=== regfile_mp ===
regfile_mp/m4.png
Supply wires on this layer in grey. Cells faint in the background.
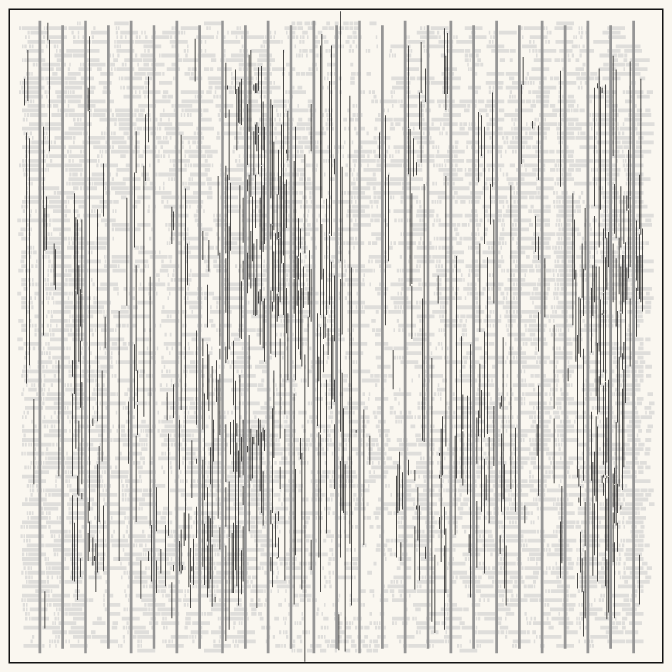

$ cat src/rtl/regfile_pkg.sv
// Shared definitions for the multi-port register file: FSM encoding and depth helper.
package regfile_pkg;

   typedef enum logic {
      ST_CLEAR = 1'b0,
      ST_RUN   = 1'b1
   } state_t;

   localparam int RAWIDTH_DFLT = 5;
   localparam int DEPTH        = 2 ** RAWIDTH_DFLT;

   function automatic int depth_of(input int aw);
      return 2 ** aw;
   endfunction

endpackage

$ cat src/rtl/regfile_rd_mux.sv
// One read port: stored value, overridden by same-cycle write data (highest
// matching port wins), then forced to zero for register 0 and while clearing.
module regfile_rd_mux #(
   parameter int RAWIDTH  = 5,
   parameter int DWIDTH   = 32,
   parameter int NWR      = 2,
   parameter int BYPASS   = 1,
   parameter int ZERO_REG = 1
) (
   input  logic                     run,
   input  logic [RAWIDTH-1:0]       raddr,
   input  logic [DWIDTH-1:0]        stored,
   input  logic [NWR-1:0]           wen,
   input  logic [NWR*RAWIDTH-1:0]   waddr,
   input  logic [NWR*DWIDTH-1:0]    wdata,
   output logic [DWIDTH-1:0]        rdata
);

   logic              byp_hit;
   logic [DWIDTH-1:0] byp_data;

   always_comb begin
      byp_hit  = 1'b0;
      byp_data = '0;
      // ascending scan so a later (higher-index) match overwrites an earlier one
      for (int w = 0; w < NWR; w++) begin
         if (wen[w] && (waddr[w*RAWIDTH +: RAWIDTH] == raddr)) begin
            byp_hit  = 1'b1;
            byp_data = wdata[w*DWIDTH +: DWIDTH];
         end
      end
   end

   always_comb begin
      rdata = stored;
      if ((BYPASS != 0) && byp_hit) rdata = byp_data;
      if ((ZERO_REG != 0) && (raddr == '0)) rdata = '0;
      if (!run) rdata = '0;
   end

endmodule

$ cat src/rtl/regfile_mp.sv
// Multi-port flop-based register file with a post-reset clear sweep.
//   state    | meaning
//   ST_CLEAR | sweeping entry[cnt] to zero, writes ignored, reads return 0
//   ST_RUN   | normal operation, ready high
module regfile_mp
   import regfile_pkg::*;
#(
   parameter int RAWIDTH  = 5,
   parameter int DWIDTH   = 32,
   parameter int NRD      = 2,
   parameter int NWR      = 2,
   parameter int BYPASS   = 1,
   parameter int ZERO_REG = 1
) (
   input  logic                     clk,
   input  logic                     rst,
   output logic                     ready,
   input  logic [NWR-1:0]           RegWEn,
   input  logic [NWR*RAWIDTH-1:0]   AddrD,
   input  logic [NWR*DWIDTH-1:0]    DataD,
   input  logic [NRD*RAWIDTH-1:0]   AddrR,
   output logic [NRD*DWIDTH-1:0]    DataR
);

   localparam int NENT = depth_of(RAWIDTH);

   state_t             state;
   state_t             state_nxt;
   logic [RAWIDTH-1:0] cnt;
   logic [RAWIDTH-1:0] cnt_nxt;
   logic               run;
   logic [DWIDTH-1:0]  mem [NENT];

   always_ff @(posedge clk) begin
      if (rst) begin
         state <= ST_CLEAR;
         cnt   <= '0;
      end else begin
         state <= state_nxt;
         cnt   <= cnt_nxt;
      end
   end

   always_comb begin
      state_nxt = state;
      cnt_nxt   = cnt;
      case (state)
         ST_CLEAR: begin
            cnt_nxt = cnt + 1'b1;
            if (&cnt) state_nxt = ST_RUN;
         end
         ST_RUN:   state_nxt = ST_RUN;
         default:  state_nxt = ST_CLEAR;
      endcase
   end

   assign run   = (state == ST_RUN);
   assign ready = run;

   // later loop iterations override earlier ones, so the higher port wins a collision
   always_ff @(posedge clk) begin
      if (!rst) begin
         if (!run) begin
            mem[cnt] <= '0;
         end else begin
            for (int w = 0; w < NWR; w++) begin
               if (RegWEn[w] &&
                   !((ZERO_REG != 0) && (AddrD[w*RAWIDTH +: RAWIDTH] == '0))) begin
                  mem[AddrD[w*RAWIDTH +: RAWIDTH]] <= DataD[w*DWIDTH +: DWIDTH];
               end
            end
         end
      end
   end

   for (genvar r = 0; r < NRD; r++) begin : g_rd
      logic [RAWIDTH-1:0] raddr;
      logic [DWIDTH-1:0]  stored;

      assign raddr  = AddrR[r*RAWIDTH +: RAWIDTH];
      assign stored = mem[raddr];

      regfile_rd_mux #(
         .RAWIDTH  (RAWIDTH),
         .DWIDTH   (DWIDTH),
         .NWR      (NWR),
         .BYPASS   (BYPASS),
         .ZERO_REG (ZERO_REG)
      ) u_rd_mux (
         .run    (run),
         .raddr  (raddr),
         .stored (stored),
         .wen    (RegWEn),
         .waddr  (AddrD),
         .wdata  (DataD),
         .rdata  (DataR[r*DWIDTH +: DWIDTH])
      );
   end

endmodule

$ cat config.mk
export PLATFORM = sky130hd
export DESIGN_NAME = regfile_mp
export DESIGN_NICKNAME = d
export VERILOG_FILES = /design/src/rtl/regfile_pkg.sv /design/src/rtl/regfile_rd_mux.sv /design/src/rtl/regfile_mp.sv
export SDC_FILE = /design/constraint.sdc
export NUM_CORES = 2
export LEC_CHECK = 0
export CAP_MARGIN = 20
export CELL_PAD_IN_SITES_DETAIL_PLACEMENT = 0
export CELL_PAD_IN_SITES_GLOBAL_PLACEMENT = 2
export CORE_MARGIN = 4
export CORE_UTILIZATION = 42
export CTS_CLUSTER_DIAMETER = 150
export DETAILED_ROUTE_END_ITERATION = 6
export GPL_TIMING_DRIVEN = 0
export MAX_ROUTING_LAYER = met4
export PLACE_DENSITY = 0.84
export SYNTH_ARGS = -nofsm -noshare
export SYNTH_HDL_FRONTEND = slang
export SYNTH_SLANG_ARGS = --single-unit
$ cat constraint.sdc
create_clock -name clk -period 5 [get_ports clk]
set_input_delay 1 -clock clk [delete_from_list [all_inputs] [get_ports clk]]
set_output_delay 1 -clock clk [all_outputs]
set_load 0.01 [all_outputs]
=== prog_mem ===
==> src/rtl/cpu_pkg.sv <==
// Shared definitions for the accumulator CPU: instruction field widths,
// opcode encodings and the NOP instruction word.
// Imported by the program memory and any decode logic.
package cpu_pkg;

  localparam int CPU_OPCODE_W  = 8;
  localparam int CPU_OPERAND_W = 16;
  localparam int CPU_WORD_W    = CPU_OPCODE_W + CPU_OPERAND_W;

  typedef enum logic [CPU_OPCODE_W-1:0] {
    OP_NOP = 8'h00,
    OP_LDI = 8'h01,
    OP_LD  = 8'h02,
    OP_ST  = 8'h03,
    OP_ADD = 8'h04,
    OP_INC = 8'h05,
    OP_JMP = 8'h06,
    OP_RST = 8'h07
  } opcode_e;

  // NOP opcode with a zero operand
  localparam logic [CPU_WORD_W-1:0] NOP_WORD = {OP_NOP, {CPU_OPERAND_W{1'b0}}};

endpackage

==> src/rtl/prog_mem_array.sv <==
// Single-port synchronous RAM with a priority port mux: clear sweep, then program write, then fetch read.
// Latency: read data registered, valid one cycle after rd_en.
// Backpressure: none here; the caller guarantees only one port user wins per cycle.
module prog_mem_array #(
  parameter int                    WORD_WIDTH = 24,
  parameter int                    ADDR_BITS  = 4,
  parameter logic [WORD_WIDTH-1:0] FILL_WORD  = '0
) (
  input  logic                  clk,
  input  logic                  clr_en,
  input  logic [ADDR_BITS-1:0]  clr_addr,
  input  logic                  prog_en,
  input  logic [ADDR_BITS-1:0]  prog_addr,
  input  logic [WORD_WIDTH-1:0] prog_data,
  input  logic                  rd_en,
  input  logic [ADDR_BITS-1:0]  rd_addr,
  output logic [WORD_WIDTH-1:0] rdata
);

  localparam int DEPTH = 2**ADDR_BITS;

  logic [WORD_WIDTH-1:0] mem [DEPTH];
  logic                  we;
  logic                  re;
  logic [ADDR_BITS-1:0]  addr;
  logic [WORD_WIDTH-1:0] wdata;
  logic [WORD_WIDTH-1:0] rdata_d;
  logic [WORD_WIDTH-1:0] rdata_q;

  // Port arbitration: the sweep owns the port, then a program write, then a fetch read
  always_comb begin
    we    = 1'b0;
    re    = 1'b0;
    addr  = rd_addr;
    wdata = prog_data;
    if (clr_en) begin
      we    = 1'b1;
      addr  = clr_addr;
      wdata = FILL_WORD;
    end else if (prog_en) begin
      we    = 1'b1;
      addr  = prog_addr;
    end else if (rd_en) begin
      re    = 1'b1;
    end
    rdata_d = re ? mem[addr] : rdata_q;
  end

  // Storage and registered read port; contents are deliberately not reset
  always_ff @(posedge clk) begin
    if (we) begin
      mem[addr] <= wdata;
    end
    rdata_q <= rdata_d;
  end

  assign rdata = rdata_q;

endmodule

==> src/rtl/prog_mem.sv <==
// Writable program memory: NOP sweep after reset, run-time programming port, registered fetch port.
// Latency: fetch_valid exactly one cycle after an accepted fetch_req.
// Backpressure: fetch_ready is low during the sweep and whenever prog_we is high; the CPU holds its request.
module prog_mem
  import cpu_pkg::*;
#(
  parameter int WORD_WIDTH       = CPU_WORD_W,
  parameter int OPCODE_WIDTH     = CPU_OPCODE_W,
  parameter int ADDR_BITS        = 4,
  parameter int FETCH_ADDR_WIDTH = 16,
  parameter bit CLEAR_ON_RESET   = 1'b1
) (
  input  logic                        clk,
  input  logic                        rst_n,
  input  logic                        fetch_req,
  input  logic [FETCH_ADDR_WIDTH-1:0] fetch_addr,
  output logic                        fetch_ready,
  output logic                        fetch_valid,
  output logic [WORD_WIDTH-1:0]       fetch_data,
  output logic                        fetch_fault,
  input  logic                        prog_we,
  input  logic [ADDR_BITS-1:0]        prog_addr,
  input  logic [WORD_WIDTH-1:0]       prog_data,
  output logic                        busy
);

  localparam logic [WORD_WIDTH-1:0] NOP_W =
    {OPCODE_WIDTH'(OP_NOP), {(WORD_WIDTH-OPCODE_WIDTH){1'b0}}};

  typedef enum logic {ST_CLEAR, ST_RUN} state_e;
  localparam state_e RST_STATE = CLEAR_ON_RESET ? ST_CLEAR : ST_RUN;

  state_e                state_q, state_d;
  logic [ADDR_BITS-1:0]  clr_cnt_q, clr_cnt_d;
  logic                  vld_q, vld_d;
  logic                  fault_q, fault_d;
  logic [WORD_WIDTH-1:0] hold_q, hold_d;
  logic                  accept;
  logic                  in_range;
  logic                  run;
  logic [WORD_WIDTH-1:0] rdata;

  assign run         = (state_q == ST_RUN);
  assign busy        = (state_q == ST_CLEAR);
  assign fetch_ready = run && !prog_we;
  assign accept      = fetch_req && fetch_ready;
  // Any set bit above the array index means the PC points past the array; no wrapping
  assign in_range    = ((fetch_addr >> ADDR_BITS) == '0);

  // Sweep sequencing: walk clr_cnt over every word once, then hand over to RUN
  always_comb begin
    state_d   = state_q;
    clr_cnt_d = clr_cnt_q;
    case (state_q)
      ST_CLEAR: begin
        clr_cnt_d = clr_cnt_q + 1'b1;
        if (&clr_cnt_q) begin
          state_d   = ST_RUN;
          clr_cnt_d = '0;
        end
      end
      default: ;
    endcase
  end

  // Response path: valid/fault track the accept, data holds the last delivered word
  always_comb begin
    vld_d       = accept;
    fault_d     = accept && !in_range;
    fetch_valid = vld_q;
    fetch_fault = vld_q && fault_q;
    fetch_data  = hold_q;
    if (vld_q) begin
      fetch_data = fault_q ? NOP_W : rdata;
    end
    hold_d      = fetch_data;
  end

  // State, sweep counter and response registers
  always_ff @(posedge clk or negedge rst_n) begin
    if (!rst_n) begin
      state_q   <= RST_STATE;
      clr_cnt_q <= '0;
      vld_q     <= 1'b0;
      fault_q   <= 1'b0;
      hold_q    <= NOP_W;
    end else begin
      state_q   <= state_d;
      clr_cnt_q <= clr_cnt_d;
      vld_q     <= vld_d;
      fault_q   <= fault_d;
      hold_q    <= hold_d;
    end
  end

  prog_mem_array #(
    .WORD_WIDTH (WORD_WIDTH),
    .ADDR_BITS  (ADDR_BITS),
    .FILL_WORD  (NOP_W)
  ) u_array (
    .clk       (clk),
    .clr_en    (busy),
    .clr_addr  (clr_cnt_q),
    .prog_en   (run && prog_we),
    .prog_addr (prog_addr),
    .prog_data (prog_data),
    .rd_en     (accept && in_range),
    .rd_addr   (fetch_addr[ADDR_BITS-1:0]),
    .rdata     (rdata)
  );

endmodule

==> config.mk <==
export PLATFORM = sky130hd
export DESIGN_NAME = prog_mem
export DESIGN_NICKNAME = d
export VERILOG_FILES = /design/src/rtl/cpu_pkg.sv /design/src/rtl/prog_mem_array.sv /design/src/rtl/prog_mem.sv
export SDC_FILE = /design/constraint.sdc
export NUM_CORES = 1
export LEC_CHECK = 0
export CORE_MARGIN = 1.5
export CORE_UTILIZATION = 30
export DETAILED_ROUTE_END_ITERATION = 7
export MAX_ROUTING_LAYER = met4
export PLACE_DENSITY = 0.42
export SYNTH_ARGS = -nofsm -noshare
export SYNTH_HDL_FRONTEND = slang
export SYNTH_SLANG_ARGS = --single-unit
==> constraint.sdc <==
create_clock -name clk -period 5.45 [get_ports clk]
set_input_delay 0.545 -clock clk [delete_from_list [all_inputs] [get_ports clk]]
set_output_delay 0.545 -clock clk [all_outputs]
set_load 0.02 [all_outputs]
=== log_rs ===
==> src/rtl/ppc_types.sv <==
// ppc_types: shared decode, reservation-station state and entry types
package ppc_types;
  typedef enum logic [2:0] {LOG_AND, LOG_OR, LOG_XOR, LOG_NAND, LOG_NOR, LOG_EQV, LOG_ANDC, LOG_ORC} log_decode_t;
  typedef enum logic [1:0] {RS_FREE, RS_WAITING, RS_READY, RS_ISSUED} rs_state_t;
  // Entry tags are stored at the widest supported rs_id width; users compare the low RS_ID_WIDTH bits.
  localparam int RS_TAG_MAX_W = 8;
  typedef logic [RS_TAG_MAX_W-1:0] rs_tag_t;
  typedef struct packed {
    rs_state_t   state;
    logic [31:0] op1_value;
    logic [31:0] op2_value;
    logic        op1_valid;
    logic        op2_valid;
    rs_tag_t     op1_tag;
    rs_tag_t     op2_tag;
    log_decode_t control;
    logic [4:0]  result_reg_addr;
  } log_rs_entry_t;
endpackage

==> src/rtl/rs_select.sv <==
// rs_select: lowest-set-bit priority encoder with found flag
module rs_select #(
  parameter int N = 4,
  parameter int W = (N > 1) ? $clog2(N) : 1
) (
  input  logic [N-1:0] req,
  output logic         found,
  output logic [W-1:0] idx
);
  always_comb begin
    found = |req;
    idx = '0;
    for (int i = N - 1; i >= 0; i--) idx = req[i] ? W'(i) : idx;
  end
endmodule

==> src/rtl/log_rs.sv <==
// log_rs: reservation station and issue scheduler feeding log_unit
module log_rs import ppc_types::*; #(
  parameter int RS_ID_WIDTH = 5,
  parameter int RS_OFFSET   = 0,
  parameter int NUM_ENTRIES = 4
) (
  input  logic                   clk,
  input  logic                   rst,
  input  logic                   dispatch_valid,
  output logic                   dispatch_ready,
  input  logic [31:0]            dispatch_op1_value,
  input  logic                   dispatch_op1_valid,
  input  logic [RS_ID_WIDTH-1:0] dispatch_op1_tag,
  input  logic [31:0]            dispatch_op2_value,
  input  logic                   dispatch_op2_valid,
  input  logic [RS_ID_WIDTH-1:0] dispatch_op2_tag,
  input  log_decode_t            dispatch_control,
  input  logic [4:0]             dispatch_result_reg_addr,
  input  logic                   cdb_valid,
  input  logic [RS_ID_WIDTH-1:0] cdb_rs_id,
  input  logic [31:0]            cdb_result,
  output logic                   issue_valid,
  input  logic                   issue_ready,
  output logic [RS_ID_WIDTH-1:0] issue_rs_id,
  output logic [4:0]             issue_result_reg_addr,
  output logic [31:0]            issue_op1,
  output logic [31:0]            issue_op2,
  output log_decode_t            issue_control
);
  localparam int IW = $clog2(NUM_ENTRIES);
  log_rs_entry_t e [NUM_ENTRIES];
  log_rs_entry_t e_nxt [NUM_ENTRIES];
  log_rs_entry_t d;
  logic [NUM_ENTRIES-1:0] free_vec, ready_vec;
  logic free_found, ready_found, lock_valid, dispatch_fire, issue_fire;
  logic [IW-1:0] free_idx, ready_idx, lock_idx, sel_idx;
  logic [RS_ID_WIDTH-1:0] h_rs_id;
  logic [4:0] h_addr;
  logic [31:0] h_op1, h_op2;
  log_decode_t h_control;
  always_comb begin
    free_vec = '0;
    ready_vec = '0;
    for (int i = 0; i < NUM_ENTRIES; i++) begin
      free_vec[i] = e[i].state == RS_FREE;
      ready_vec[i] = e[i].state == RS_READY;
    end
  end
  rs_select #(.N(NUM_ENTRIES), .W(IW)) u_free (.req(free_vec), .found(free_found), .idx(free_idx));
  rs_select #(.N(NUM_ENTRIES), .W(IW)) u_ready (.req(ready_vec), .found(ready_found), .idx(ready_idx));
  assign dispatch_ready = free_found;
  assign dispatch_fire = dispatch_valid & free_found;
  // A stalled offer stays pinned to its entry until log_unit takes it.
  assign sel_idx = lock_valid ? lock_idx : ready_idx;
  assign issue_valid = lock_valid | ready_found;
  assign issue_fire = issue_valid & issue_ready;
  assign issue_rs_id = issue_valid ? RS_ID_WIDTH'(RS_OFFSET + int'(sel_idx)) : h_rs_id;
  assign issue_result_reg_addr = issue_valid ? e[sel_idx].result_reg_addr : h_addr;
  assign issue_op1 = issue_valid ? e[sel_idx].op1_value : h_op1;
  assign issue_op2 = issue_valid ? e[sel_idx].op2_value : h_op2;
  assign issue_control = issue_valid ? e[sel_idx].control : h_control;
  always_comb begin
    d = '0;
    d.op1_valid = dispatch_op1_valid | (cdb_valid & (dispatch_op1_tag == cdb_rs_id));
    d.op2_valid = dispatch_op2_valid | (cdb_valid & (dispatch_op2_tag == cdb_rs_id));
    d.op1_value = dispatch_op1_valid ? dispatch_op1_value : cdb_result;
    d.op2_value = dispatch_op2_valid ? dispatch_op2_value : cdb_result;
    d.op1_tag = rs_tag_t'(dispatch_op1_tag);
    d.op2_tag = rs_tag_t'(dispatch_op2_tag);
    d.control = dispatch_control;
    d.result_reg_addr = dispatch_result_reg_addr;
    d.state = (d.op1_valid & d.op2_valid) ? RS_READY : RS_WAITING;
  end
  always_comb begin
    for (int i = 0; i < NUM_ENTRIES; i++) begin
      e_nxt[i] = e[i];
      if (e[i].state == RS_WAITING) begin
        if (!e[i].op1_valid && cdb_valid && e[i].op1_tag[RS_ID_WIDTH-1:0] == cdb_rs_id) begin
          e_nxt[i].op1_value = cdb_result;
          e_nxt[i].op1_valid = 1'b1;
        end
        if (!e[i].op2_valid && cdb_valid && e[i].op2_tag[RS_ID_WIDTH-1:0] == cdb_rs_id) begin
          e_nxt[i].op2_value = cdb_result;
          e_nxt[i].op2_valid = 1'b1;
        end
        e_nxt[i].state = (e_nxt[i].op1_valid & e_nxt[i].op2_valid) ? RS_READY : RS_WAITING;
      end
      if (e[i].state == RS_READY && issue_fire && sel_idx == IW'(i)) e_nxt[i].state = RS_ISSUED;
      if (e[i].state == RS_ISSUED && cdb_valid && cdb_rs_id == RS_ID_WIDTH'(RS_OFFSET + i)) e_nxt[i].state = RS_FREE;
      if (e[i].state == RS_FREE && dispatch_fire && free_idx == IW'(i)) e_nxt[i] = d;
    end
  end
  always_ff @(posedge clk) begin
    if (rst) begin
      for (int i = 0; i < NUM_ENTRIES; i++) e[i] <= '0;
      lock_valid <= 1'b0;
      lock_idx <= '0;
      h_rs_id <= '0;
      h_addr <= '0;
      h_op1 <= '0;
      h_op2 <= '0;
      h_control <= LOG_AND;
    end else begin
      for (int i = 0; i < NUM_ENTRIES; i++) e[i] <= e_nxt[i];
      lock_valid <= issue_valid & ~issue_ready;
      lock_idx <= sel_idx;
      if (issue_valid) begin
        h_rs_id <= issue_rs_id;
        h_addr <= issue_result_reg_addr;
        h_op1 <= issue_op1;
        h_op2 <= issue_op2;
        h_control <= issue_control;
      end
    end
  end
endmodule

==> config.mk <==
export PLATFORM = sky130hd
export DESIGN_NAME = log_rs
export DESIGN_NICKNAME = d
export VERILOG_FILES = /design/src/rtl/ppc_types.sv /design/src/rtl/rs_select.sv /design/src/rtl/log_rs.sv
export SDC_FILE = /design/constraint.sdc
export NUM_CORES = 1
export LEC_CHECK = 0
export CORE_UTILIZATION = 40
export CTS_CLUSTER_DIAMETER = 80
export DETAILED_ROUTE_END_ITERATION = 7
export PLACE_DENSITY = 0.69
export SLEW_MARGIN = 20
export SYNTH_ARGS = -nofsm -noshare
export SYNTH_HDL_FRONTEND = slang
export SYNTH_SLANG_ARGS = --single-unit
==> constraint.sdc <==
create_clock -name clk -period 3.2 [get_ports clk]
set_clock_uncertainty 0.2 [all_clocks]
set_input_delay 0.64 -clock clk [delete_from_list [all_inputs] [get_ports clk]]
set_output_delay 0.64 -clock clk [all_outputs]
set_load 0.005 [all_outputs]
=== timer_apb_arbiter ===
<file path="src/rtl/timer_apb_arbiter.sv">
// Two-client round-robin APB master for the timer register block (status, goal, current).
// Optional ACCESS-phase timeout is enabled with `define TIMER_ARB_TIMEOUT_EN.
module timer_apb_arbiter #(
  parameter int unsigned addrWidth     = 2,
  parameter int unsigned timerbits     = 8,
  parameter int unsigned timeoutCycles = 15
) (
  input  logic                   clk,
  input  logic                   reset,
  input  logic [1:0]             req_valid,
  input  logic [1:0]             req_write,
  input  logic [2*addrWidth-1:0] req_addr,
  input  logic [2*timerbits-1:0] req_wdata,
  output logic [1:0]             req_ready,
  output logic [1:0]             rsp_valid,
  output logic [timerbits-1:0]   rsp_rdata,
  output logic                   rsp_err,
  output logic                   sel,
  output logic                   enable,
  output logic                   write,
  output logic [addrWidth-1:0]   addr,
  output logic [timerbits-1:0]   wdata,
  input  logic [timerbits-1:0]   rdata,
  input  logic                   ready,
  input  logic                   slverr
);

  typedef enum logic [1:0] {
    IDLE   = 2'd0,
    SETUP  = 2'd1,
    ACCESS = 2'd2,
    RESP   = 2'd3
  } state_t;

  state_t                 state_r;
  logic                   grant_r;
  logic                   last_grant_r;
  logic [1:0]             req_ready_r;
  logic [1:0]             rsp_valid_r;
  logic [timerbits-1:0]   rsp_rdata_r;
  logic                   rsp_err_r;
  logic                   sel_r;
  logic                   enable_r;
  logic                   write_r;
  logic [addrWidth-1:0]   addr_r;
  logic [timerbits-1:0]   wdata_r;

  logic                   eff_last_s;
  logic                   can_grant_s;
  logic                   grant_s;
  logic                   do_grant_s;
  logic                   sel_write_s;
  logic [addrWidth-1:0]   sel_addr_s;
  logic [timerbits-1:0]   sel_wdata_s;

`ifdef TIMER_ARB_TIMEOUT_EN
  localparam int unsigned CNT_W = $clog2(timeoutCycles + 1);
  logic [CNT_W-1:0] cnt_r;
`endif

  function automatic logic [1:0] grant_onehot(input logic g);
    logic [1:0] oh;
    if (g) begin
      oh = 2'b10;
    end else begin
      oh = 2'b01;
    end
    return oh;
  endfunction

  // Round-robin arbitration; a RESP cycle already counts its own client as the last grant
  always_comb begin
    eff_last_s  = last_grant_r;
    can_grant_s = 1'b0;
    grant_s     = 1'b0;
    if (state_r == RESP) begin
      eff_last_s = grant_r;
    end else begin
      eff_last_s = last_grant_r;
    end
    if (((state_r == IDLE) && (req_ready_r == 2'b00)) || (state_r == RESP)) begin
      can_grant_s = 1'b1;
    end else begin
      can_grant_s = 1'b0;
    end
    if (req_valid == 2'b11) begin
      grant_s = ~eff_last_s;
    end else if (req_valid[1]) begin
      grant_s = 1'b1;
    end else begin
      grant_s = 1'b0;
    end
    do_grant_s = can_grant_s && (req_valid != 2'b00);
    if (grant_s) begin
      sel_write_s = req_write[1];
      sel_addr_s  = req_addr[addrWidth +: addrWidth];
      sel_wdata_s = req_wdata[timerbits +: timerbits];
    end else begin
      sel_write_s = req_write[0];
      sel_addr_s  = req_addr[0 +: addrWidth];
      sel_wdata_s = req_wdata[0 +: timerbits];
    end
  end

  // Grant pulse and command latch; addr/write/wdata double as the APB outputs
  always_ff @(posedge clk or negedge reset) begin
    if (!reset) begin
      req_ready_r <= 2'b00;
      grant_r     <= 1'b0;
      write_r     <= 1'b0;
      addr_r      <= '0;
      wdata_r     <= '0;
    end else if (do_grant_s) begin
      req_ready_r <= grant_onehot(grant_s);
      grant_r     <= grant_s;
      write_r     <= sel_write_s;
      addr_r      <= sel_addr_s;
      wdata_r     <= sel_wdata_s;
    end else begin
      req_ready_r <= 2'b00;
    end
  end

  // Bus sequencing FSM with registered APB controls and client responses
  always_ff @(posedge clk or negedge reset) begin
    if (!reset) begin
      state_r      <= IDLE;
      last_grant_r <= 1'b1;
      rsp_valid_r  <= 2'b00;
      rsp_rdata_r  <= '0;
      rsp_err_r    <= 1'b0;
      sel_r        <= 1'b0;
      enable_r     <= 1'b0;
`ifdef TIMER_ARB_TIMEOUT_EN
      cnt_r        <= '0;
`endif
    end else begin
      case (state_r)
        IDLE: begin
          rsp_valid_r <= 2'b00;
          if (req_ready_r != 2'b00) begin
            sel_r    <= 1'b1;
            enable_r <= 1'b0;
            state_r  <= SETUP;
          end else begin
            state_r  <= IDLE;
          end
        end
        SETUP: begin
          enable_r <= 1'b1;
          state_r  <= ACCESS;
`ifdef TIMER_ARB_TIMEOUT_EN
          cnt_r    <= '0;
`endif
        end
        ACCESS: begin
          if (ready) begin
            sel_r       <= 1'b0;
            enable_r    <= 1'b0;
            rsp_valid_r <= grant_onehot(grant_r);
            rsp_err_r   <= slverr;
            rsp_rdata_r <= write_r ? '0 : rdata;
            state_r     <= RESP;
`ifdef TIMER_ARB_TIMEOUT_EN
          end else if (cnt_r == CNT_W'(timeoutCycles - 1)) begin
            // Last permitted wait cycle: abandon the transfer and report an error
            sel_r       <= 1'b0;
            enable_r    <= 1'b0;
            rsp_valid_r <= grant_onehot(grant_r);
            rsp_err_r   <= 1'b1;
            rsp_rdata_r <= '0;
            state_r     <= RESP;
          end else begin
            cnt_r       <= cnt_r + CNT_W'(1);
          end
`else
          end else begin
            state_r     <= ACCESS;
          end
`endif
        end
        RESP: begin
          rsp_valid_r  <= 2'b00;
          last_grant_r <= grant_r;
          state_r      <= IDLE;
        end
        default: begin
          sel_r       <= 1'b0;
          enable_r    <= 1'b0;
          rsp_valid_r <= 2'b00;
          state_r     <= IDLE;
        end
      endcase
    end
  end

  assign req_ready = req_ready_r;
  assign rsp_valid = rsp_valid_r;
  assign rsp_rdata = rsp_rdata_r;
  assign rsp_err   = rsp_err_r;
  assign sel       = sel_r;
  assign enable    = enable_r;
  assign write     = write_r;
  assign addr      = addr_r;
  assign wdata     = wdata_r;

endmodule
</file>
<file path="config.mk">
export PLATFORM = sky130hd
export DESIGN_NAME = timer_apb_arbiter
export DESIGN_NICKNAME = d
export VERILOG_FILES = /design/src/rtl/timer_apb_arbiter.sv
export SDC_FILE = /design/constraint.sdc
export NUM_CORES = 1
export LEC_CHECK = 0
export ABC_AREA = 0
export CAP_MARGIN = 20
export CORE_MARGIN = 5
export CORE_UTILIZATION = 38
export CTS_CLUSTER_DIAMETER = 150
export CTS_CLUSTER_SIZE = 14
export DETAILED_ROUTE_END_ITERATION = 7
export PLACE_DENSITY_LB_ADDON = 0.12
export SYNTH_ARGS = -nofsm -noshare
export SYNTH_HDL_FRONTEND = slang
export SYNTH_SLANG_ARGS = --single-unit
</file>
<file path="constraint.sdc">
create_clock -name clk -period 1.94 [get_ports clk]
set_input_delay 0.291 -clock clk [delete_from_list [all_inputs] [get_ports clk]]
set_output_delay 0.291 -clock clk [all_outputs]
set_load 0.01 [all_outputs]
</file>
timer_apb_arbiter/layers.png
Scale bar: 20 microns.
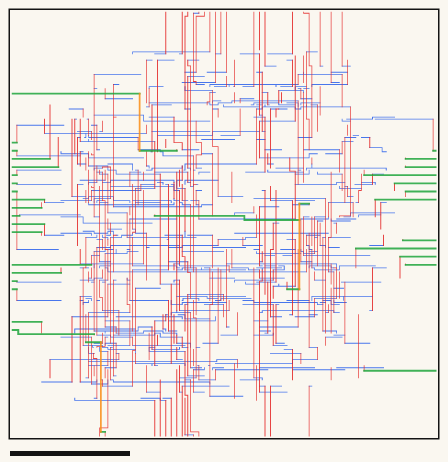
M4: drawn in orange, wire length 38.8 microns. M2: drawn in red, wire length 1930 microns. M3: drawn in green, wire length 225 microns. M1: drawn in blue, wire length 1740 microns.

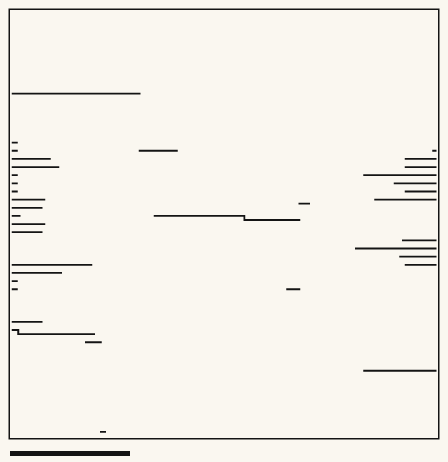
timer_apb_arbiter/m3.png
Scale bar: 20 microns.
The layer holds 5.7% of the routed length. 33 nets have wire on it. The layer carries 225 microns of wire. The wires run mostly horizontal. The longest straight run is 21.2 microns.

==> metrics.cfg, timer_apb_arbiter <==
[run_status]
status=complete, no violations

[critical_path]
crit_type=reg2reg
timing.rr.start=state_r[0]
endpoint_kind=flip-flop
crit_start=state_r[0]

[final_layout]
seq_share_pct=33.8
sh_comb_area_pct=28.3
final_cells=245
seq_area_sq_um=752

[grt]
met2_usage_pct=26.8
met1_usage_pct=19.8
met3_usage_pct=4.91
grt_pass1_wl_microns=6620

[yosys]
ys_types=27
synth.most_common_cell=dfrtp_1
floorplan.nets=171

[clock_tree]
h-tree-depth=2
cts.repair.resized=1
clk_latency_ns=0.28
postCtsHoldBufs=0

[placed_design]
dp_slack_ns=-0.0895
placed_area_sq_mm=0.00212
dp_cells=237

[timing]
fin_crit_sh_pct=92.9
relSlewSlack_pct=58.8
slew_viol_final=0

[hold_path]
hold_class=in2async

[routing]
dr_wl_met2_microns=1930
routedWlPerCell_microns=16.1
antenna_left=0
route.vias.total=1327
firstDrtPassIters=4

[floorplanning]
chipArea_sq_mm=0.00510

[power_and_ir_drop]
p_int_uw=2140

==> timer_apb_arbiter: state kept, by name (all words and copies together) (netlist names) <==
name,flops
rsp_valid,2
wdata,8
enable,1
write,1
req_ready,2
last_grant_r,1
sel,1
grant_r,1
rsp_err,1
addr,2
rsp_rdata,8
state_r,2
==> timer_apb_arbiter: power by group through the flow <==
stage	clock, uW	sequential [uW]	combinational [uW]
after CTS	529	1130	1690
final	515	1130	1690
after floorplan	0	1220	782
after detailed placement	0	1140	1680
after global placement	0	1130	1630
after global routing	555	1180	1830
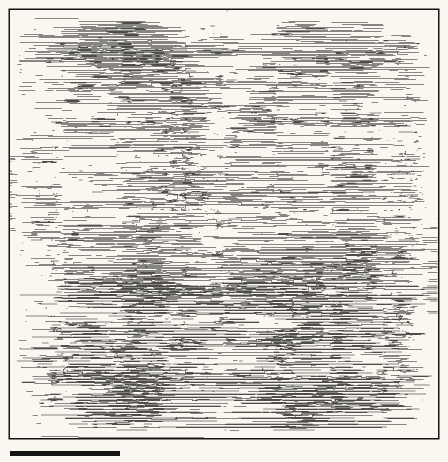
regfile_mp/m3.png
Scale bar: 100 microns.
The longest straight run is 244 microns. The layer carries 68.2 mm of wire.

Notes on regfile_mp/m4.png above:
The layer carries 21.5 mm of wire. The longest straight run is 266 microns.

==> metrics.cfg, regfile_mp <==
[run]
warning_count=29

[timing]
setup_viol=80
layout_setup_ws_ns=-0.181
max_freq_mhz=193
slew_viol_final=0

[final_layout]
seq_area_sq_mm=0.0309
final_cells=8103
synthToLayoutAreaGrowth_pct=19.6

[placed_design]
placed_area_sq_mm=0.0663

[run_status]
violations=DRC, setup timing
status=finished, violations left

[critical_path]
rrSetupSlack_ns=0.10
cp_common_cell=clkbuf_1
crit_required_ns=5.44

[routing]
wl_met1_microns=138000
routed.top_layer=met4
drc=3
drtIter0Drc=11200
vias_per_cell=7.13

[hold_path]
worstHoldPathCells=3
hold_class=in2reg

[yosys]
synthTopLogicFamily=multiplexers
ys_sh_simple_pct=10.5
yosys.stat.seqShare_pct=51.1
syn-instance-count=5717

[floorplanning]
row_count=138

[power_and_ir_drop]
power_leader=registers

-- regfile_mp: layout make-up --
type | count | area share [%]
Inverter | 39 | 0.208
Tap cell | 1890 | 3.27
Buffer | 696 | 5.16
Timing Repair Buffer | 253 | 4.57
Clock buffer | 139 | 4.19
Antenna cell | 30 | 0.104
Clock inverter | 79 | 1.01
Sequential cell | 1030 | 42.7
Multi-Input combinational cell | 3947 | 38.8
-- regfile_mp: tightest hold or removal path, delay by kind of cell --
kind | cells | cell delay [ns]
buf+inv | 1 | 0.13
compound gates | 1 | 0.06
simple gates | 1 | 0.05
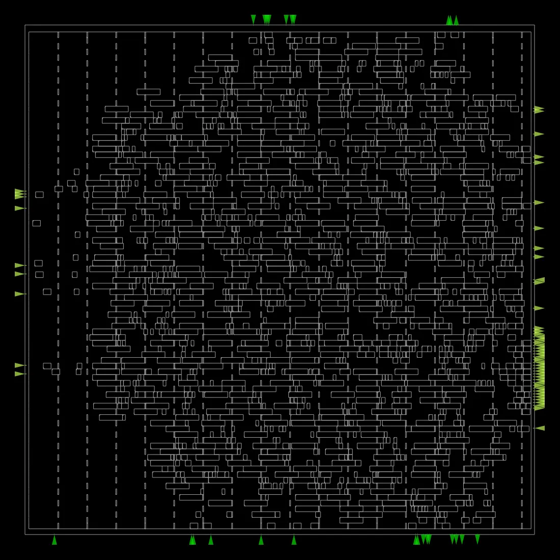
prog_mem/placed.png
num rows: 87
Core Area: 0.0566 sq mm
Post-Layout Cell Count: 2160

==> metrics.cfg, prog_mem <==
[clock_tree]
cts_root_buf=clkbuf_16
cts_setup_buffers=0
cts.sink_count=439
clk_pin_slew_ns=0.06
cts_made_buffers=47

[routing]
vias_per_cell=4.81
dr_wl_met2_microns=21100
routedWlPerCell_microns=21.8
route.vias.total=10400
drc=0

[hold_path]
hold_class=in2async

[critical_path]
rrSetupSlack_ns=1.89
path_depth=4
crit_path_max_fanout=28
cp_top_family=simple AND/OR/NAND/NOR gates
slowest_stage=nor2b_2
reg2reg_to=u_array.mem[14][17]

[run_status]
status=complete, no violations

[yosys]
ys_cells=1290
synthTopLogicFamily=simple AND/OR/NAND/NOR gates
ys.flops=439
ys_sh_simple_pct=10.9
synth_top_flop_cell=edfxtp_1
ys_types=34
floorplan.nets=1339

[final_layout]
largest_reg_flops=384
fin_nets=1416
drive_gt1_share_pct=8.84

[timing]
slew_viol_final=0
period_needed_ns=4.00
clock_skew_ns=0.0131
relSlewSlack_pct=29.2

[power_and_ir_drop]
p_sw_uw=1700
ir_drop_uv=186
combPwrFrac_pct=8.1

[placed_design]
post-dp-hpwl_microns=26900

[grt]
met3_usage_pct=3.01
grt_pass1_wl_microns=70400
groute.usage.overall_pct=16.5

[run]
drv_cap=0
warning_count=26

==> prog_mem: layout make-up <==
type,instances,area (sq um),area share (%)
clock buffer,64,1310,6.44
multi-input combinational,743,3840,18.9
sequential,439,13000,63.9
timing repair buffer,109,1030,5.03
antenna,1,2.50,0.0123
clock inverter,21,123,0.602
tap,756,946,4.64
inverter,27,101,0.497
==> prog_mem: power groups by stage <==
stage	registers (uW)	clock network [uW]	logic (uW)
after CTS	3740	3090	611
after floorplan	3810	0	361
after global routing	3740	3230	662
after global placement	3810	0	608
after detailed placement	3810	0	608
final	3740	3010	598
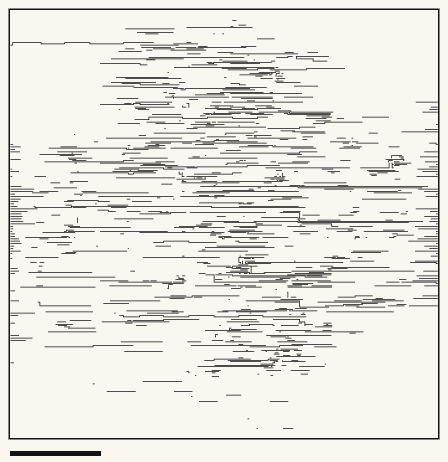
log_rs/m3.png
Scale bar: 50 microns.
The layer holds 11% of the routed length. The longest straight run is 76.8 microns. 467 nets have wire on it.

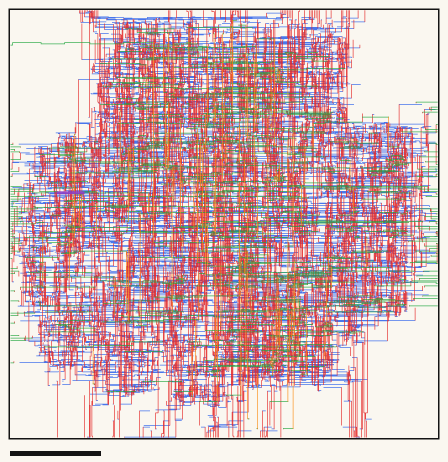
log_rs/layers.png
Scale bar: 50 microns.
M2: drawn in red, wire length 39.3 mm. M5: drawn in purple, wire length 13.8 microns. M3: drawn in green, wire length 9470 microns. M4: drawn in orange, wire length 3580 microns. M1: drawn in blue, wire length 35.6 mm.

==> metrics.cfg, log_rs <==
[hold_path]
min_from=rst
hold_class=in2reg

[final_layout]
largest_reg_flops=344
buffers=520
seq_area_sq_mm=0.00850
clockNetworkAreaShare_pct=4.85
lay_top_cells=415 x dfxtp_1, 297 x nor2_1, 257 x nand2_1, 212 x a21oi_1, 181 x buf_4
synthToLayoutAreaGrowth_pct=36.2
drive_gt1_share_pct=24.6
nClkBuffers=62

[timing]
fin_crit_sh_pct=113
relSlewSlack_pct=30.0
setup_viol=73
layout_setup_ws_ns=-0.417
period_needed_ns=3.62

[placed_design]
placed_area_sq_mm=0.0255
dp_slack_ns=-0.330

[floorplanning]
die_width_microns=234
fp-utilization_pct=40.8

[grt]
met1_usage_pct=41.5
overflow=0
groute.usage.overall_pct=31.0

[yosys]
yosys.area_share.aoi_pct=26.5
syn_area_sq_mm=0.0216
ys_cells=2615

[critical_path]
timing.rr.start=e[1][91]
path_cells=nand2b_4, a2111o_1, buf_6, o211a_4, buf_12, buf_8, buf_8, a22oi_2, a31oi_2, buf_2
cp_top_family=AND-OR/OR-AND gates
rrSetupSlack_ns=0.17
max_stage_delay_ns=0.45
slowest_stage=a2111o_1

[clock_tree]
cts_tree=done

[run_status]
status=finished, violations left
violations=setup timing

[routing]
antenna_left=0
drc=0
vias_per_cell=6.36

[power_and_ir_drop]
power_density_mw_per_mm2=514
combPwrFrac_pct=26.3

[log_rs: cell usage after synthesis, types with 41 or more instances]
cell / n / share of area [%]
a211oi_1: 167 / 5.8
a21o_1: 57 / 2.0
a21oi_1: 212 / 4.9
a22oi_1: 119 / 4.1
a311oi_1: 56 / 2.3
a31oi_1: 66 / 1.9
and3_1: 41 / 1.2
buf_2: 55 / 1.3
clkbuf_1: 203 / 3.5
dfxtp_1: 424 / 39
mux2_2: 64 / 3.3
mux2i_1: 128 / 5.9
nand2_1: 261 / 4.5
nand3_1: 61 / 1.4
nor2_1: 297 / 5.2
o21ai_0: 125 / 2.9
or4_1: 65 / 2.3

==> layout pictures side by side <==
Drive-strength map.
image #1
Scale bar: 20 microns.
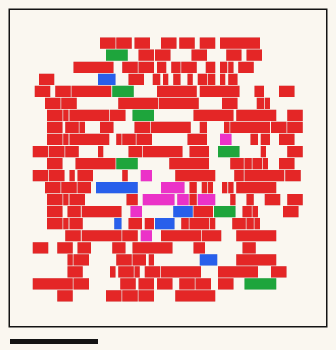
image #2
Scale bar: 50 microns.
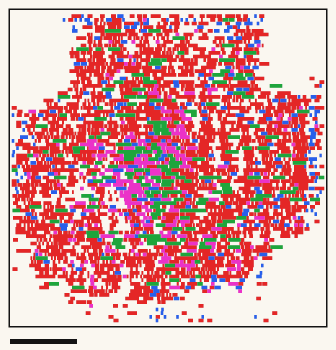
image #3
Scale bar: 50 microns.
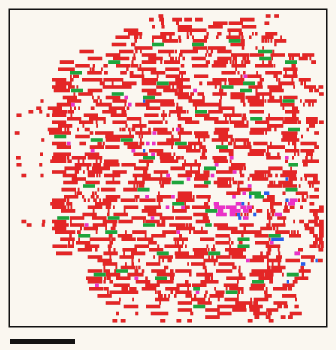
Of these, smallest die: image #1
Of these, fewest cells: image #1
- image #3 = prog_mem
- image #1 = timer_apb_arbiter
- image #2 = log_rs


=== seq_arith_4x1b_add_arb ===
seq_arith_4x1b_add_arb/placed.png
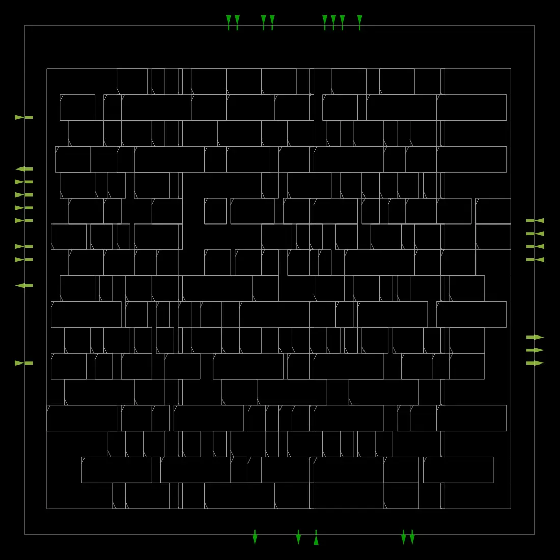
File: src/rtl/seq_arith_4x1b_add_arb.sv
// Two-requester round-robin front end for a shared 1-bit-per-cycle serial adder.
// Operands are latched on accept, added LSB-first over four cycles, and the result is held until consumed.
module seq_arith_4x1b_add_arb (
    input  logic       clk,
    input  logic       reset,
    input  logic       req0_val,
    output logic       req0_rdy,
    input  logic [3:0] req0_a,
    input  logic [3:0] req0_b,
    input  logic       req1_val,
    output logic       req1_rdy,
    input  logic [3:0] req1_a,
    input  logic [3:0] req1_b,
    output logic       resp_val,
    input  logic       resp_rdy,
    output logic [3:0] resp_sum,
    output logic       resp_cout,
    output logic       resp_id
);

    // Handshakes: a transfer fires on a rising clk edge where val && rdy are both high.
    typedef enum logic [1:0] {
        IDLE = 2'd0,
        CALC = 2'd1,
        DONE = 2'd2
    } state_t;

    state_t     state;
    logic [3:0] op_a;
    logic [3:0] op_b;
    logic [2:0] sum_acc;
    logic [1:0] bit_cnt;
    logic       op_id;
    logic       last_grant;
    logic       carry;
    logic       carry_next;
    logic       s_bit;
    logic       fire0;
    logic       fire1;

    always_comb begin
        req0_rdy = 1'b0;
        req1_rdy = 1'b0;
        if (!reset && state == IDLE) begin
            if (req0_val && req1_val) begin
                req0_rdy = last_grant;
                req1_rdy = !last_grant;
            end else begin
                req0_rdy = req0_val;
                req1_rdy = req1_val;
            end
        end
    end

    assign fire0 = req0_val && req0_rdy;
    assign fire1 = req1_val && req1_rdy;

    // Operands shift right each CALC cycle, so bit 0 is always the bit in flight.
    assign {carry_next, s_bit} = {1'b0, op_a[0]} + {1'b0, op_b[0]} + {1'b0, carry};

    always_ff @(posedge clk) begin
        if (reset) begin
            state      <= IDLE;
            op_a       <= 4'd0;
            op_b       <= 4'd0;
            sum_acc    <= 3'd0;
            bit_cnt    <= 2'd0;
            op_id      <= 1'b0;
            last_grant <= 1'b1;
            carry      <= 1'b0;
            resp_val   <= 1'b0;
            resp_sum   <= 4'd0;
            resp_cout  <= 1'b0;
            resp_id    <= 1'b0;
        end else begin
            case (state)
                IDLE: begin
                    if (fire0 || fire1) begin
                        op_a       <= fire1 ? req1_a : req0_a;
                        op_b       <= fire1 ? req1_b : req0_b;
                        op_id      <= fire1;
                        last_grant <= fire1;
                        carry      <= 1'b0;
                        bit_cnt    <= 2'd0;
                        state      <= CALC;
                    end
                end
                CALC: begin
                    op_a    <= {1'b0, op_a[3:1]};
                    op_b    <= {1'b0, op_b[3:1]};
                    sum_acc <= {s_bit, sum_acc[2:1]};
                    carry   <= carry_next;
                    bit_cnt <= bit_cnt + 2'd1;
                    if (bit_cnt == 2'd3) begin
                        resp_sum  <= {s_bit, sum_acc};
                        resp_cout <= carry_next;
                        resp_id   <= op_id;
                        resp_val  <= 1'b1;
                        carry     <= 1'b0;
                        bit_cnt   <= 2'd0;
                        state     <= DONE;
                    end
                end
                DONE: begin
                    if (resp_rdy) begin
                        resp_val <= 1'b0;
                        state    <= IDLE;
                    end
                end
                default: state <= IDLE;
            endcase
        end
    end

endmodule

File: config.mk
export PLATFORM = sky130hd
export DESIGN_NAME = seq_arith_4x1b_add_arb
export DESIGN_NICKNAME = d
export VERILOG_FILES = /design/src/rtl/seq_arith_4x1b_add_arb.sv
export SDC_FILE = /design/constraint.sdc
export NUM_CORES = 1
export LEC_CHECK = 0
export ABC_AREA = 0
export CAP_MARGIN = 20
export CORE_MARGIN = 2
export CORE_UTILIZATION = 53
export DETAILED_ROUTE_END_ITERATION = 16
export PLACE_DENSITY = 0.84
export SLEW_MARGIN = 30
export SYNTH_ARGS = -nofsm -noshare
export SYNTH_HDL_FRONTEND = slang
export SYNTH_SLANG_ARGS = --single-unit
export TNS_END_PERCENT = 5
File: constraint.sdc
create_clock -name clk -period 4.4 [get_ports clk]
set_clock_uncertainty 0.05 [all_clocks]
set_input_delay 0.44 -clock clk [delete_from_list [all_inputs] [get_ports clk]]
set_output_delay 0.44 -clock clk [all_outputs]
set_load 0.01 [all_outputs]
==> metrics.cfg <==
[yosys]
syn-instance-count=150
synth_top_flop_cell=dfxtp_1
syn_area_sq_mm=0.00130
synth_top_cell_by_area=dfxtp_1
edf_count=0
ys_area_sq_mm=0.00130

[critical_path]
path_cells=clkdlybuf4s50_1, or3b_2, nor3_1, clkdlybuf4s50_1
crit_type=in2out
crit_start=req0_val

[clock_tree]
cts_root_buf=clkbuf_4
cts.repair.resized=0

[power_and_ir_drop]
power_density_mw_per_mm2=282
powerComb_uw=92.9
pg_seq_uw=250
clkPwrFrac_pct=23.4
seqPwrFrac_pct=55.9
ir_drop_uv=262

[final_layout]
reg.largest.list=op_a x4, op_b x4, resp_sum x4
comb_area_sq_um=698
nNonClkInverters=8
logic_gates=105
clockNetworkAreaShare_pct=1.73
fin_nets=196

[timing]
relSlewSlack_pct=38.5
final.setup.tns_ns=0
layout_setup_ws_ns=1.62
setup_viol=0
hold_slack_ns=0.411

[floorplanning]
chipArea_sq_mm=0.00286

[run_status]
status=complete, no violations

[placed_design]
dp_slack_ns=1.61

## Picture notes: seq_arith_4x1b_add_arb/placed.png
Well Taps: 28
num rows: 17

==> routing by layer <==
metal / track usage, % / share of wire (%) / vias up
met2: 40.1 / 49 / 54
met4: 6.41 / 0.96 / 0
met1: 28.5 / 42 / 577
met3: 5.08 / 8.0 / 4
li1: - / - / 594
met5: 0 / 0 / -
==> kinds of logic after synthesis <==
| family | share of synthesized area, % |
|---|---|
| flops | 38.5 |
| buf+inv | 7.71 |
| simple gates | 27.7 |
| compound gates | 23.6 |
| fa+ha+maj | 2.50 |
==> critical path: cells and delay by family <==
family,cells,cell delay (ns)
buf+inv,2,1.14
simple gates,2,0.71


==> layout pictures side by side <==
Routed metal, one colour a layer.
shot_01.png
Scale bar: 100 microns.
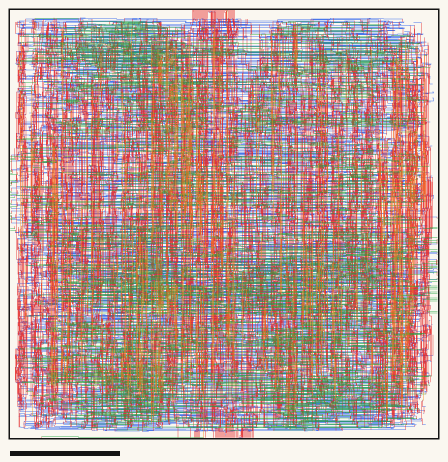
shot_02.png
Scale bar: 50 microns.
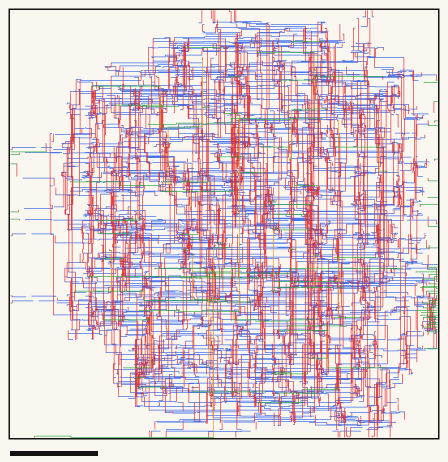
shot_03.png
Scale bar: 20 microns.
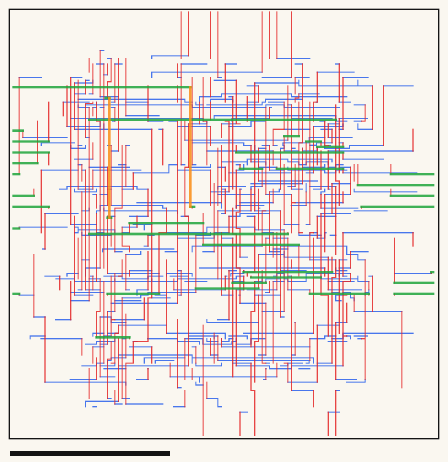
shot_03.png: seq_arith_4x1b_add_arb
shot_01.png: regfile_mp
shot_02.png: prog_mem
Of these, smallest die: shot_03.png
Of these, least wire: shot_03.png

No activity file was given, so power comes from the tool's default toggle rates.
